# ---- design 1 ----
**Design 1: I/O nets highlighted**

(3 px per um)
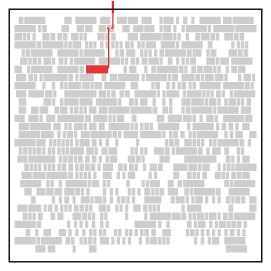

$ cat src/rtl/bitfusion_pkg.sv
// Shared types, default widths and the partial-sum extension helper for the
// psum_accumulator slice.
package bitfusion_pkg;

    localparam int DEF_PSUM_W = 8;
    localparam int DEF_ACC_W  = 20;
    localparam int DEF_LEN_W  = 8;
    // Fixed working width of ext_psum; callers truncate to their ACC_W.
    localparam int EXT_W      = 64;

    typedef enum logic [1:0] {
        IDLE,
        ACCUM,
        DRAIN
    } state_t;

    // Sign- (s=1) or zero-extends the low psum_w bits of psum to EXT_W bits.
    function automatic logic [EXT_W-1:0] ext_psum(input logic [EXT_W-1:0] psum,
                                                  input int unsigned       psum_w,
                                                  input logic              s);
        logic [EXT_W-1:0] field_mask;
        logic [EXT_W-1:0] sign_bit;
        field_mask = (EXT_W'(1) << psum_w) - EXT_W'(1);
        sign_bit   = EXT_W'(1) << (psum_w - 1);
        return ((s && |(psum & sign_bit)) ? ~field_mask : '0) | (psum & field_mask);
    endfunction

endpackage

$ cat src/rtl/psum_accumulator_if.sv
// Partial-sum input stream plus result output stream of psum_accumulator.
// slave = accumulator view, master = producer/consumer view.
interface psum_accumulator_if #(
    parameter int PSUM_W = 8,
    parameter int ACC_W  = 20
);
    logic              psum_valid;
    logic              psum_ready;
    logic [PSUM_W-1:0] psum;
    logic              s_psum;
    logic              out_valid;
    logic              out_ready;
    logic [ACC_W-1:0]  out_data;

    modport slave (
        input  psum_valid, psum, s_psum, out_ready,
        output psum_ready, out_valid, out_data
    );

    modport master (
        output psum_valid, psum, s_psum, out_ready,
        input  psum_ready, out_valid, out_data
    );
endinterface

$ cat src/rtl/psum_acc_add.sv
// Combinational signed ACC_W adder with overflow detect. With PSUM_SATURATE_EN
// defined the sum clamps to the signed range on overflow; otherwise it wraps.
module psum_acc_add
    import bitfusion_pkg::*;
#(
    parameter int ACC_W = DEF_ACC_W
) (
    input  logic [ACC_W-1:0] a,
    input  logic [ACC_W-1:0] b,
    output logic [ACC_W-1:0] sum,
    output logic             ovf
);
    logic [ACC_W-1:0] raw;

    always_comb begin
        raw = a + b;
        ovf = (a[ACC_W-1] == b[ACC_W-1]) && (raw[ACC_W-1] != a[ACC_W-1]);
`ifdef PSUM_SATURATE_EN
        // Both operands share a sign on overflow, so a's sign picks the rail.
        if (ovf) begin
            sum = a[ACC_W-1] ? {1'b1, {(ACC_W-1){1'b0}}} : {1'b0, {(ACC_W-1){1'b1}}};
        end else begin
            sum = raw;
        end
`else
        sum = raw;
`endif
    end

endmodule

$ cat src/rtl/psum_accumulator.sv
// Accumulates a programmed number of partial-sum beats into one signed result word.
// Optional PSUM_SATURATE_EN selects saturating instead of wrapping accumulation.
module psum_accumulator
    import bitfusion_pkg::*;
#(
    parameter int PSUM_W = DEF_PSUM_W,
    parameter int ACC_W  = DEF_ACC_W,
    parameter int LEN_W  = DEF_LEN_W
) (
    input  logic             clk,
    input  logic             rst,
    input  logic             cfg_start,
    input  logic [LEN_W-1:0] cfg_len,
    psum_accumulator_if.slave bus,
    output logic             busy,
    output logic             ovf,
    output logic             cfg_err
);
    state_t           state_q,      state_d;
    logic [LEN_W-1:0] len_q,        len_d;
    logic [LEN_W-1:0] count_q,      count_d;
    logic [ACC_W-1:0] acc_q,        acc_d;
    logic [ACC_W-1:0] out_data_q,   out_data_d;
    logic             psum_ready_q, psum_ready_d;
    logic             out_valid_q,  out_valid_d;
    logic             busy_q,       busy_d;
    logic             ovf_q,        ovf_d;
    logic             cfg_err_q,    cfg_err_d;

    logic [ACC_W-1:0] psum_ext;
    logic [ACC_W-1:0] add_sum;
    logic             add_ovf;
    logic             beat;

    assign psum_ext = ACC_W'(ext_psum(EXT_W'(bus.psum), PSUM_W, bus.s_psum));
    assign beat     = bus.psum_valid && psum_ready_q;

    psum_acc_add #(.ACC_W(ACC_W)) u_add (
        .a   (acc_q),
        .b   (psum_ext),
        .sum (add_sum),
        .ovf (add_ovf)
    );

    always_comb begin
        // NOTE: every _d starts as its hold value so no path leaves it unassigned (no latches).
        state_d    = state_q;
        len_d      = len_q;
        count_d    = count_q;
        acc_d      = acc_q;
        out_data_d = out_data_q;
        ovf_d      = ovf_q;
        cfg_err_d  = 1'b0;

        unique case (state_q)
            IDLE: begin
                if (cfg_start) begin
                    if (cfg_len != '0) begin
                        len_d   = cfg_len;
                        acc_d   = '0;
                        count_d = '0;
                        ovf_d   = 1'b0;
                        state_d = ACCUM;
                    end else begin
                        cfg_err_d = 1'b1;
                    end
                end
            end
            ACCUM: begin
                if (beat) begin
                    acc_d   = add_sum;
                    count_d = count_q + LEN_W'(1);
                    if (add_ovf) ovf_d = 1'b1;
                    if (count_q == len_q - LEN_W'(1)) begin
                        out_data_d = add_sum;
                        state_d    = DRAIN;
                    end
                end
            end
            DRAIN: begin
                if (bus.out_ready) state_d = IDLE;
            end
            default: state_d = IDLE;
        endcase

        // Handshake outputs are registered decodes of the next state.
        psum_ready_d = (state_d == ACCUM);
        out_valid_d  = (state_d == DRAIN);
        busy_d       = (state_d != IDLE);
    end

    // NOTE: sequential state uses non-blocking assignments only.
    always_ff @(posedge clk) begin
        if (rst) begin
            state_q      <= IDLE;
            len_q        <= '0;
            count_q      <= '0;
            acc_q        <= '0;
            out_data_q   <= '0;
            psum_ready_q <= 1'b0;
            out_valid_q  <= 1'b0;
            busy_q       <= 1'b0;
            ovf_q        <= 1'b0;
            cfg_err_q    <= 1'b0;
        end else begin
            state_q      <= state_d;
            len_q        <= len_d;
            count_q      <= count_d;
            acc_q        <= acc_d;
            out_data_q   <= out_data_d;
            psum_ready_q <= psum_ready_d;
            out_valid_q  <= out_valid_d;
            busy_q       <= busy_d;
            ovf_q        <= ovf_d;
            cfg_err_q    <= cfg_err_d;
        end
    end

    assign bus.psum_ready = psum_ready_q;
    assign bus.out_valid  = out_valid_q;
    assign bus.out_data   = out_data_q;
    assign busy           = busy_q;
    assign ovf            = ovf_q;
    assign cfg_err        = cfg_err_q;

endmodule

$ cat src/flat_wrapper.sv
// flat-port wrapper written by rule: the top's interface ports become plain ports
module psum_accumulator_flat import bitfusion_pkg::*;
#(
    parameter int PSUM_W = DEF_PSUM_W,
    parameter int ACC_W  = DEF_ACC_W,
    parameter int LEN_W  = DEF_LEN_W
)
  (clk, rst, cfg_start, cfg_len, busy, ovf, cfg_err, bus_psum_valid, bus_psum, bus_s_psum, bus_out_ready, bus_psum_ready, bus_out_valid, bus_out_data);
  psum_accumulator_if #(.PSUM_W(PSUM_W), .ACC_W(ACC_W)) bus_i ();
  input  logic clk;
  input  logic rst;
  input  logic cfg_start;
  input  logic [LEN_W-1:0] cfg_len;
  output logic busy;
  output logic ovf;
  output logic cfg_err;
  input wire logic [$bits(bus_i.psum_valid)-1:0] bus_psum_valid;
  input wire logic [$bits(bus_i.psum)-1:0] bus_psum;
  input wire logic [$bits(bus_i.s_psum)-1:0] bus_s_psum;
  input wire logic [$bits(bus_i.out_ready)-1:0] bus_out_ready;
  output wire logic [$bits(bus_i.psum_ready)-1:0] bus_psum_ready;
  output wire logic [$bits(bus_i.out_valid)-1:0] bus_out_valid;
  output wire logic [$bits(bus_i.out_data)-1:0] bus_out_data;
  assign bus_i.psum_valid = bus_psum_valid;
  assign bus_i.psum = bus_psum;
  assign bus_i.s_psum = bus_s_psum;
  assign bus_i.out_ready = bus_out_ready;
  assign bus_psum_ready = bus_i.psum_ready;
  assign bus_out_valid = bus_i.out_valid;
  assign bus_out_data = bus_i.out_data;
  psum_accumulator #(.PSUM_W(PSUM_W), .ACC_W(ACC_W), .LEN_W(LEN_W)) u_core (.clk(clk), .rst(rst), .cfg_start(cfg_start), .cfg_len(cfg_len), .bus(bus_i), .busy(busy), .ovf(ovf), .cfg_err(cfg_err));
endmodule
$ cat config.mk
export PLATFORM = sky130hd
export DESIGN_NAME = psum_accumulator_flat
export DESIGN_NICKNAME = d
export VERILOG_FILES = /design/src/rtl/bitfusion_pkg.sv /design/src/rtl/psum_accumulator_if.sv /design/src/rtl/psum_acc_add.sv /design/src/rtl/psum_accumulator.sv /design/src/flat_wrapper.sv
export SDC_FILE = /design/constraint.sdc
export NUM_CORES = 1
export LEC_CHECK = 0
export ABC_AREA = 1
export ABC_CLOCK_PERIOD_IN_PS = 2350
export CAP_MARGIN = 25
export CORE_UTILIZATION = 56
export CTS_CLUSTER_DIAMETER = 40
export DETAILED_ROUTE_END_ITERATION = 16
export PLACE_DENSITY = 0.8
export SLEW_MARGIN = 20
export SYNTH_ARGS = -nofsm -noshare
export SYNTH_HDL_FRONTEND = slang
export SYNTH_SLANG_ARGS = --single-unit
$ cat constraint.sdc
create_clock -name clk -period 2.35 [get_ports clk]
set_input_delay 0.47 -clock clk [delete_from_list [all_inputs] [get_ports clk]]
set_output_delay 0.47 -clock clk [all_outputs]
set_load 0.1 [all_outputs]
# ---- design 2 ----
File: config.mk
export PLATFORM = sky130hd
export DESIGN_NAME = pc_sequencer
export DESIGN_NICKNAME = d
export VERILOG_FILES = /design/src/rtl/pc_sequencer.sv
export SDC_FILE = /design/constraint.sdc
export NUM_CORES = 1
export LEC_CHECK = 0
export CAP_MARGIN = 20
export CORE_MARGIN = 3
export CORE_UTILIZATION = 30
export DETAILED_ROUTE_END_ITERATION = 8
export PLACE_DENSITY_LB_ADDON = 0.3
export SLEW_MARGIN = 25
export SYNTH_ARGS = -nofsm -noshare
export SYNTH_HDL_FRONTEND = slang
export SYNTH_SLANG_ARGS = --single-unit
File: constraint.sdc
create_clock -name clk -period 2.7 [get_ports clk]
set_input_delay 0.405 -clock clk [delete_from_list [all_inputs] [get_ports clk]]
set_output_delay 0.405 -clock clk [all_outputs]
set_load 0.01 [all_outputs]
File: src/rtl/pc_sequencer.sv
// Program-counter sequencer: RUN/FLUSH/HALT Moore FSM selecting PC+4, branch or JALR target.
// Latency: pc and state update one clk after the deciding inputs; fetch_en reacts to stall in the same cycle.
// Backpressure: stall holds pc and drops fetch_en in RUN; a redirect inserts FLUSH_CYCLES bubble cycles.
module pc_sequencer #(
  parameter logic [31:0] RESET_PC     = 32'h0000_0000,
  parameter int unsigned FLUSH_CYCLES = 2  // legal range 1..7
) (
  input  logic        clk,
  input  logic        rst,
  input  logic [1:0]  sel,
  input  logic        sel_valid,
  input  logic [31:0] branch_target,
  input  logic [31:0] jalr_target,
  input  logic        stall,
  input  logic        halt_req,
  input  logic        resume,
  output logic [31:0] pc,
  output logic        fetch_en,
  output logic        flush_ifid,
  output logic        flush_idex,
  output logic        misaligned_err,
  output logic [1:0]  state
);

  typedef enum logic [1:0] {
    ST_RUN   = 2'b00,
    ST_FLUSH = 2'b01,
    ST_HALT  = 2'b10
  } state_t;

  localparam logic [2:0] FLUSH_LOAD = 3'(FLUSH_CYCLES);

  state_t      cur_st, nxt_st;
  logic [31:0] pc_q, pc_d;
  logic [2:0]  cnt_q, cnt_d;
  logic        err_q, err_d;
  logic        redirect;
  logic [31:0] tgt;
  logic [31:0] jalr_aligned;

  // JALR targets always have bit 0 cleared; sel=11 is reserved and never redirects.
  always_comb begin
    jalr_aligned = jalr_target & ~32'h0000_0001;
    redirect     = sel_valid && ((sel == 2'b01) || (sel == 2'b10));
    tgt          = branch_target;
    if (sel == 2'b10) begin
      tgt = jalr_aligned;
    end
  end

  // Next-state and output decode; RUN priority is halt_req > redirect > stall > increment.
  always_comb begin
    nxt_st     = cur_st;
    pc_d       = pc_q;
    cnt_d      = cnt_q;
    err_d      = err_q;
    fetch_en   = 1'b0;
    flush_ifid = 1'b0;
    flush_idex = 1'b0;
    case (cur_st)
      ST_RUN: begin
        fetch_en = 1'b1;
        if (halt_req) begin
          nxt_st = ST_HALT;
        end else if (redirect) begin
          if (tgt[1]) begin
            // Target not word aligned: park in HALT with the faulting pc still visible.
            err_d  = 1'b1;
            nxt_st = ST_HALT;
          end else begin
            pc_d   = tgt;
            cnt_d  = FLUSH_LOAD;
            nxt_st = ST_FLUSH;
          end
        end else if (stall) begin
          fetch_en = 1'b0;
        end else begin
          pc_d = pc_q + 32'd4;
        end
      end
      ST_FLUSH: begin
        // Wrong-path cycles: sel_valid and stall are deliberately ignored here.
        flush_ifid = 1'b1;
        flush_idex = 1'b1;
        if (halt_req) begin
          cnt_d  = 3'd0;
          nxt_st = ST_HALT;
        end else if (cnt_q <= 3'd1) begin
          cnt_d  = 3'd0;
          nxt_st = ST_RUN;
        end else begin
          cnt_d = cnt_q - 3'd1;
        end
      end
      ST_HALT: begin
        if (resume && !halt_req) begin
          err_d  = 1'b0;
          nxt_st = ST_RUN;
        end
      end
      default: begin
        // Unused encoding 2'b11: recover to RUN.
        nxt_st = ST_RUN;
      end
    endcase
  end

  // State, pc, flush counter and sticky error registers with synchronous active-low reset.
  always_ff @(posedge clk) begin
    if (!rst) begin
      cur_st <= ST_RUN;
      pc_q   <= RESET_PC;
      cnt_q  <= 3'd0;
      err_q  <= 1'b0;
    end else begin
      cur_st <= nxt_st;
      pc_q   <= pc_d;
      cnt_q  <= cnt_d;
      err_q  <= err_d;
    end
  end

  assign pc             = pc_q;
  assign misaligned_err = err_q;
  assign state          = cur_st;

endmodule

# ---- design 3 ----
--- src/rtl/uart_tx_mmio.sv ---
// Memory-mapped 8N1 UART transmitter: DATA/STATUS/DIV registers, TX FIFO and
// a serialising FSM that chains frames back-to-back while the FIFO holds data.
module uart_tx_mmio #(
  parameter logic [10:0] BASE       = 11'h440,
  parameter int          FIFO_DEPTH = 8,
  parameter logic [15:0] DIV_RESET  = 16'd434
) (
  input  logic        CLK,
  input  logic        RESET,
  input  logic [10:0] address,
  input  logic [31:0] write_data,
  input  logic        MemWrite,
  input  logic        MemRead,
  output logic [31:0] read_data,
  output logic        TX,
  output logic        tx_idle
);

  localparam int PTR_W = $clog2(FIFO_DEPTH);
  localparam int CNT_W = PTR_W + 1;
  localparam logic [10:0] ADDR_DATA = BASE;
  localparam logic [10:0] ADDR_STAT = BASE + 11'd4;
  localparam logic [10:0] ADDR_DIV  = BASE + 11'd8;
  localparam logic [CNT_W-1:0] FULL_CNT = CNT_W'(FIFO_DEPTH);

  typedef enum logic [1:0] {IDLE, START, DATA, STOP} state_t;

  state_t           state, state_d;
  logic [7:0]       fifo_mem [FIFO_DEPTH];
  logic [PTR_W-1:0] wr_ptr, rd_ptr;
  logic [CNT_W-1:0] count, count_d;
  logic             overflow;
  logic [15:0]      div_reg, bit_div, bit_div_d, cyc_cnt, cyc_cnt_d;
  logic [2:0]       bit_idx, bit_idx_d;
  logic [7:0]       shift, shift_d;
  logic             tx_d, pop, push, bit_end, busy;
  logic             fifo_empty, fifo_full, data_wr, stat_wr, div_wr;
  logic             unused_bits;

  // A programmed divisor of 0 would stall the bit counter, so clamp to 1.
  function automatic logic [15:0] eff_div(input logic [15:0] d);
    return (d == 16'd0) ? 16'd1 : d;
  endfunction

  assign data_wr     = MemWrite && (address == ADDR_DATA);
  assign stat_wr     = MemWrite && (address == ADDR_STAT);
  assign div_wr      = MemWrite && (address == ADDR_DIV);
  assign fifo_empty  = (count == '0);
  assign fifo_full   = (count == FULL_CNT);
  assign push        = data_wr && (!fifo_full || pop);
  assign bit_end     = (cyc_cnt == bit_div - 16'd1);
  assign busy        = (state != IDLE);
  assign unused_bits = ^write_data[31:16];

  always_comb begin
    count_d = count;
    if (push && !pop)      count_d = count + CNT_W'(1);
    else if (pop && !push) count_d = count - CNT_W'(1);
  end

  always_comb begin
    state_d   = state;
    cyc_cnt_d = cyc_cnt + 16'd1;
    bit_idx_d = bit_idx;
    shift_d   = shift;
    bit_div_d = bit_div;
    tx_d      = TX;
    pop       = 1'b0;
    case (state)
      IDLE: begin
        tx_d      = 1'b1;
        cyc_cnt_d = '0;
        if (!fifo_empty) begin
          pop       = 1'b1;
          shift_d   = fifo_mem[rd_ptr];
          bit_div_d = eff_div(div_reg);
          tx_d      = 1'b0;
          state_d   = START;
        end
      end
      START: begin
        if (bit_end) begin
          cyc_cnt_d = '0;
          bit_idx_d = '0;
          tx_d      = shift[0];
          state_d   = DATA;
        end
      end
      DATA: begin
        if (bit_end) begin
          cyc_cnt_d = '0;
          if (bit_idx == 3'd7) begin
            tx_d    = 1'b1;
            state_d = STOP;
          end else begin
            bit_idx_d = bit_idx + 3'd1;
            shift_d   = shift >> 1;
            tx_d      = shift[1];
          end
        end
      end
      STOP: begin
        if (bit_end) begin
          cyc_cnt_d = '0;
          // Chain straight into the next start bit so frames have no idle gap.
          if (!fifo_empty) begin
            pop       = 1'b1;
            shift_d   = fifo_mem[rd_ptr];
            bit_div_d = eff_div(div_reg);
            tx_d      = 1'b0;
            state_d   = START;
          end else begin
            tx_d    = 1'b1;
            state_d = IDLE;
          end
        end
      end
      default: state_d = IDLE;
    endcase
  end

  always_ff @(posedge CLK) begin
    if (RESET) begin
      state    <= IDLE;
      cyc_cnt  <= '0;
      bit_idx  <= '0;
      bit_div  <= 16'd1;
      TX       <= 1'b1;
      tx_idle  <= 1'b1;
      wr_ptr   <= '0;
      rd_ptr   <= '0;
      count    <= '0;
      overflow <= 1'b0;
      div_reg  <= DIV_RESET;
    end else begin
      state   <= state_d;
      cyc_cnt <= cyc_cnt_d;
      bit_idx <= bit_idx_d;
      bit_div <= bit_div_d;
      TX      <= tx_d;
      tx_idle <= (count_d == '0) && (state_d == IDLE);
      count   <= count_d;
      if (push) wr_ptr <= wr_ptr + PTR_W'(1);
      if (pop)  rd_ptr <= rd_ptr + PTR_W'(1);
      if (data_wr && fifo_full && !pop)  overflow <= 1'b1;
      else if (stat_wr && write_data[3]) overflow <= 1'b0;
      if (div_wr) div_reg <= write_data[15:0];
    end
  end

  always_ff @(posedge CLK) begin
    shift <= shift_d;
    if (push) fifo_mem[wr_ptr] <= write_data[7:0];
  end

  always_comb begin
    read_data = '0;
    if (MemRead) begin
      if (address == ADDR_STAT)
        read_data = {24'd0, 4'(count), overflow, busy, fifo_empty, fifo_full};
      else if (address == ADDR_DIV)
        read_data = {16'd0, div_reg};
    end
  end

endmodule

--- config.mk ---
export PLATFORM = sky130hd
export DESIGN_NAME = uart_tx_mmio
export DESIGN_NICKNAME = d
export VERILOG_FILES = /design/src/rtl/uart_tx_mmio.sv
export SDC_FILE = /design/constraint.sdc
export NUM_CORES = 1
export LEC_CHECK = 0
export CORE_MARGIN = 2
export CORE_UTILIZATION = 45
export DETAILED_ROUTE_END_ITERATION = 6
export HOLD_SLACK_MARGIN = 0.15
export PLACE_DENSITY = 0.69
export SLEW_MARGIN = 30
export SYNTH_ARGS = -nofsm -noshare
export SYNTH_HDL_FRONTEND = slang
export SYNTH_SLANG_ARGS = --single-unit
--- constraint.sdc ---
create_clock -name CLK -period 4.6 [get_ports CLK]
set_clock_uncertainty 0.1 [all_clocks]
set_input_delay 0.46 -clock CLK [delete_from_list [all_inputs] [get_ports CLK]]
set_output_delay 0.46 -clock CLK [all_outputs]
set_load 0.05 [all_outputs]

==> layout pictures side by side <==
Cell outlines without signal wires.
Plate I
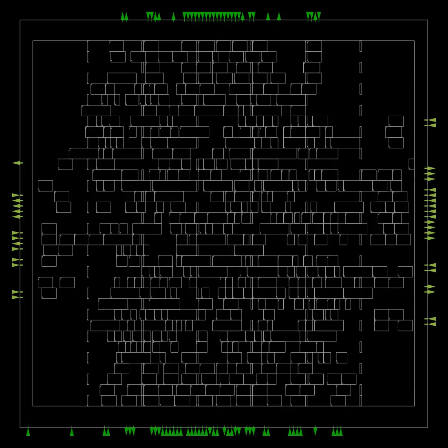
Plate II
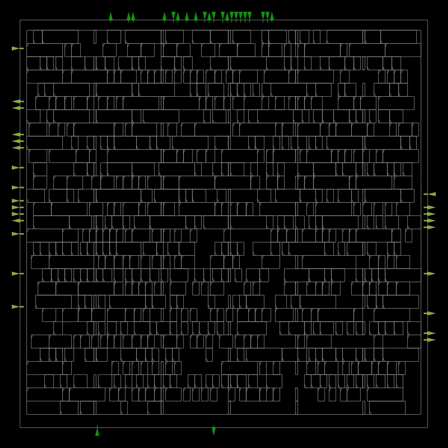
Plate III
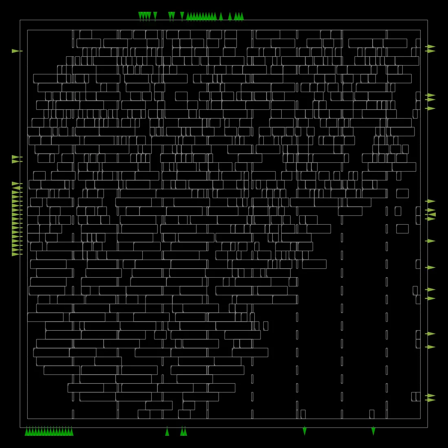
design 3: Plate III
design 1: Plate II
design 2: Plate I
The one with the highest utilization is Plate II.

**Design 1: cells by drive strength**

(6 px per um)
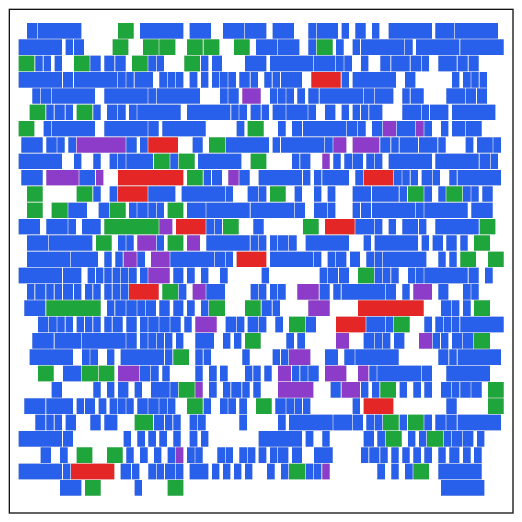
- red: x6 and larger (cells 13)
- blue: x1 and smaller (cells 567)
- green: x3 and x4 (cells 70)
- purple: x2 (cells 33)
fin area: 4790 sq um
post-route worst setup slack: 0.0900 ns
Buffers excl. clock: 88

**Design 1: I/O pins on the die edge**

(6 px per um) Pins as bars across the die edge, other pins in grey.
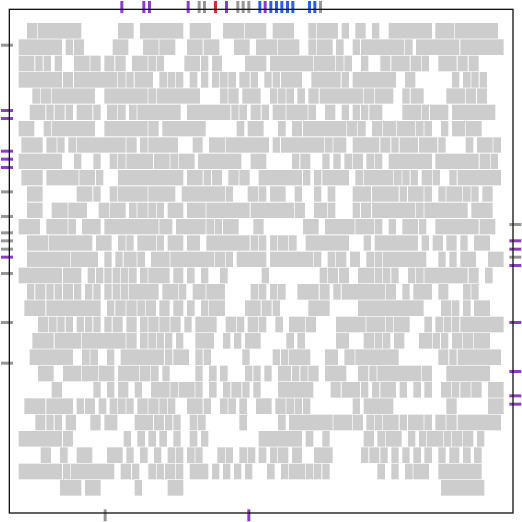
- purple: bus_out_data (pins 20; direction output; edge 7 right, 6 top, 6 left, 1 bottom)
- blue: cfg_len (pins 8; direction input; edge top)
- red: busy (pins 1; direction output; edge top)
- all pins by edge: 21 top, 15 left, 9 right, 2 bottom
width of the chip: 83.7 um
Die Y: 83.7 um

About 'I/O nets highlighted' of design 1:
- red: busy (bits 1; direction output; edge top; end cells 1; buffers 1; wire 20.2 um)

==> job_summary.md, design 1 <==
### Yosys + OpenROAD results

| Metric | Value |
|---|---|
| Fraction of layout cells with a size suffix above 1 | `17.0%` |
| Yosys adder share | `~3.9%` |
| Reg2Reg Capture Point | `u_core.bus.out_data[11]$_SDFFE_PP0P_` |
| CP Launch Type | `input pin` |
| Net Sw Power | `approximately 0.0007 W` |
| Outcome | `completed` |
| Combinational Power Share | `14.8%` |
| Met3 WL | `620 um` |
| Hold Path Sink | `u_core.ovf$_SDFFE_PP0P_` |
| Flops out of synthesis | `63` |
| Dominant logic cell type in the layout | `nand2_1` |
| Total Routing Usage GR | `a little under a third` |
| Max layer used | `met4` |
| Commonest cells post-synth | `nand2_1, nor2_1, inv_1, dfxtp_1, nand3_1` |
| LEAKAGE | `2.31 nW` |
| Non-Filler Instances | `760` |
| Worst Tran Pin Value | `about 0.85 ns` |
-- design 1: final cells by class --
cell class	instances	area, sq um
Clock buffer	11	141
Clock inverter	5	81.3
Fill cell	541	1590
Inverter	78	294
Multi-Input combinational cell	438	2190
Sequential cell	63	1260
Tap cell	77	96.3
Timing Repair Buffer	88	726
-- design 1: worst max-delay path, delay by kind of cell --
family / cells / cell delay [ns]
fa+ha+maj: 2 / 0.57
simple gates: 8 / 0.64
compound gates: 2 / 0.30
buf+inv: 2 / 0.51
**Design 2: routed metal, one colour a layer**

(4 px per um) Two of the layers only.
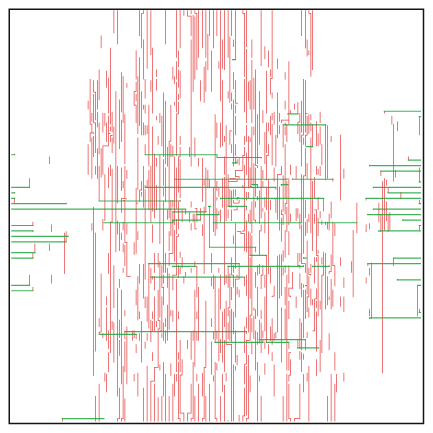
- green: M3 (wire length 686 um)
- red: M2 (wire length 4830 um)
Total Routing Usage GR: 18.5%
routed vias: 3231
drt wl/cell: 16.7 um
DRT Wirelength: 9670 um

==> job_summary.md, design 2 <==
### Yosys + OpenROAD results

| Metric | Value |
|---|---|
| IR drop worst, VDD | `267 uV` |
| # IOs | `between 100 and 150` |
| Met3 usage | `3.69%` |
| Rows | `34` |
| Worst Setup SP | `pc[2]$_SDFFE_PN0P_` |
| Outcome | `completed` |
| Area contributors post-synth | `dfxtp_1, mux2i_1, a21oi_1, o21ai_0, nor2_1` |
| Post-synthesis cell count | `between 300 and 400` |
| DRC viols | `0` |
| Fp util | `between 30% and 40%` |
| Top FF cell, synth | `dfxtp_1` |
| Fin Hold WS | `a little under 0.5 ns` |
| Ant. Diodes | `0` |
| AO/OA Area Share | `a little under a third` |
| Syn avg cell area | `7.78 sq um` |
| DR iter-0 viols | `122` |
| Fin area | `between 4000 and 5000 sq um` |
| Pwr Total | `0.00167 W` |
| Buffers & Inverters on Critical Path | `0` |
| Pwr Density | `~400 nW/um^2` |
## design 2: power by group through the flow
stage                     combinational (W)  clock (W)  sequential [W]
after CTS                          0.000467   0.000594        0.000612
final                              0.000462   0.000590        0.000613
after global routing               0.000504   0.000622        0.000619
after floorplan                    0.000218          0        0.000624
after global placement             0.000457          0        0.000624
after detailed placement           0.000464          0        0.000625
## design 2: area by class of cell
cell class	instances	share of cell area, %
Timing Repair Buffer	127	29.8
Clock buffer	5	1.63
Tap cell	108	3.20
Clock inverter	3	1.54
Sequential cell	37	17.5
Multi-Input combinational cell	287	45.1
Inverter	13	1.15
**Design 3: I/O pins on the die edge**

(4 px per um) Pins as bars across the die edge, other pins in grey.
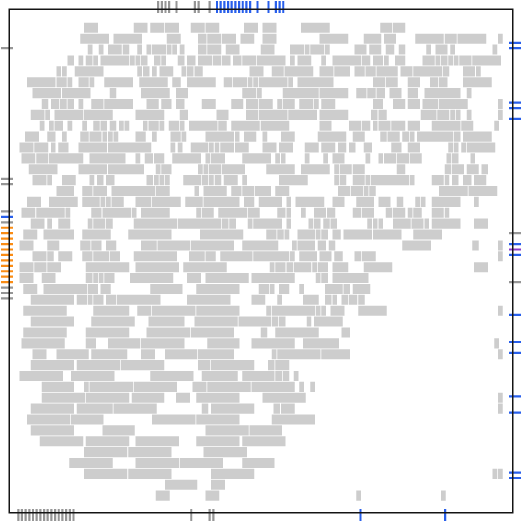
- orange: address (pins 11; direction input; edge left)
- purple: RESET (pins 1; direction input; edge right)
- blue: read_data (pins 32; direction output; edge 15 top, 14 right, 2 bottom, 1 left)
- all pins by edge: 23 top, 21 bottom, 20 left, 17 right

==> job_summary.md, design 3 <==
### Yosys + OpenROAD results

| Metric | Value |
|---|---|
| Outcome | `completed` |
| Post-DRT Antenna Nets | `0` |
| Int Power | `~0.0028 W` |
| Final TNS setup | `0 ns` |
| Die Y | `125 um` |
| R2R Path Start | `bit_div[0]$_SDFFE_PP1P_` |
| Combinational Power Share | `28.2%` |
| Initial antenna violation count | `0` |
| Hold Path Sink | `bit_idx[2]$_SDFFE_PP0P_` |
| Sequential area share after synthesis | `a little over half` |
| Simple share | `between 15 and 20%` |
| Pwr Density | `529 nW/um^2` |
| LEAKAGE | `2.83 nW` |
| Number of max-cap violations | `0` |
| Sw frac | `33.2%` |
| Yosys chip area | `6640 sq um` |
| Largest stage delay on the critical path | `between 0.8 and 0.9 ns` |
| Most used cell, CP | `clkdlybuf4s50_1` |
| Buffering overhead | `7.12%` |
| Cycle use final | `a little under nine tenths` |
| IR drop worst, VDD | `374 uV` |
| Fraction of layout cells with a size suffix above 1 | `a little under an eighth` |
| GRT Residual Overflow | `0` |
| Syn avg cell area | `roughly 11 sq um` |
| Distinct lib cells used | `around 64` |
| Fillers | `1231` |
[design 3: worst register-to-register path, cell delays in order (launching register included)]
cell       delay (ns)
dfxtp_1          0.46
inv_1            0.08
ha_1             0.25
nand2b_1         0.13
nor3_1           0.06
or4b_1           0.53
a311oi_1         0.45
o2111ai_4        0.29
o21ai_4          0.31
o21ai_2          0.12
or2_1            0.32
nor3b_1          0.25
buf_4            0.24
[design 3: routing by layer]
metal  GRT usage (%)  wire [um]
met1            25.0       6590
met2            30.3       6830
met3            4.84        599
met4            4.97        129
met5               0          0

Power and IR drop assume default switching activity.
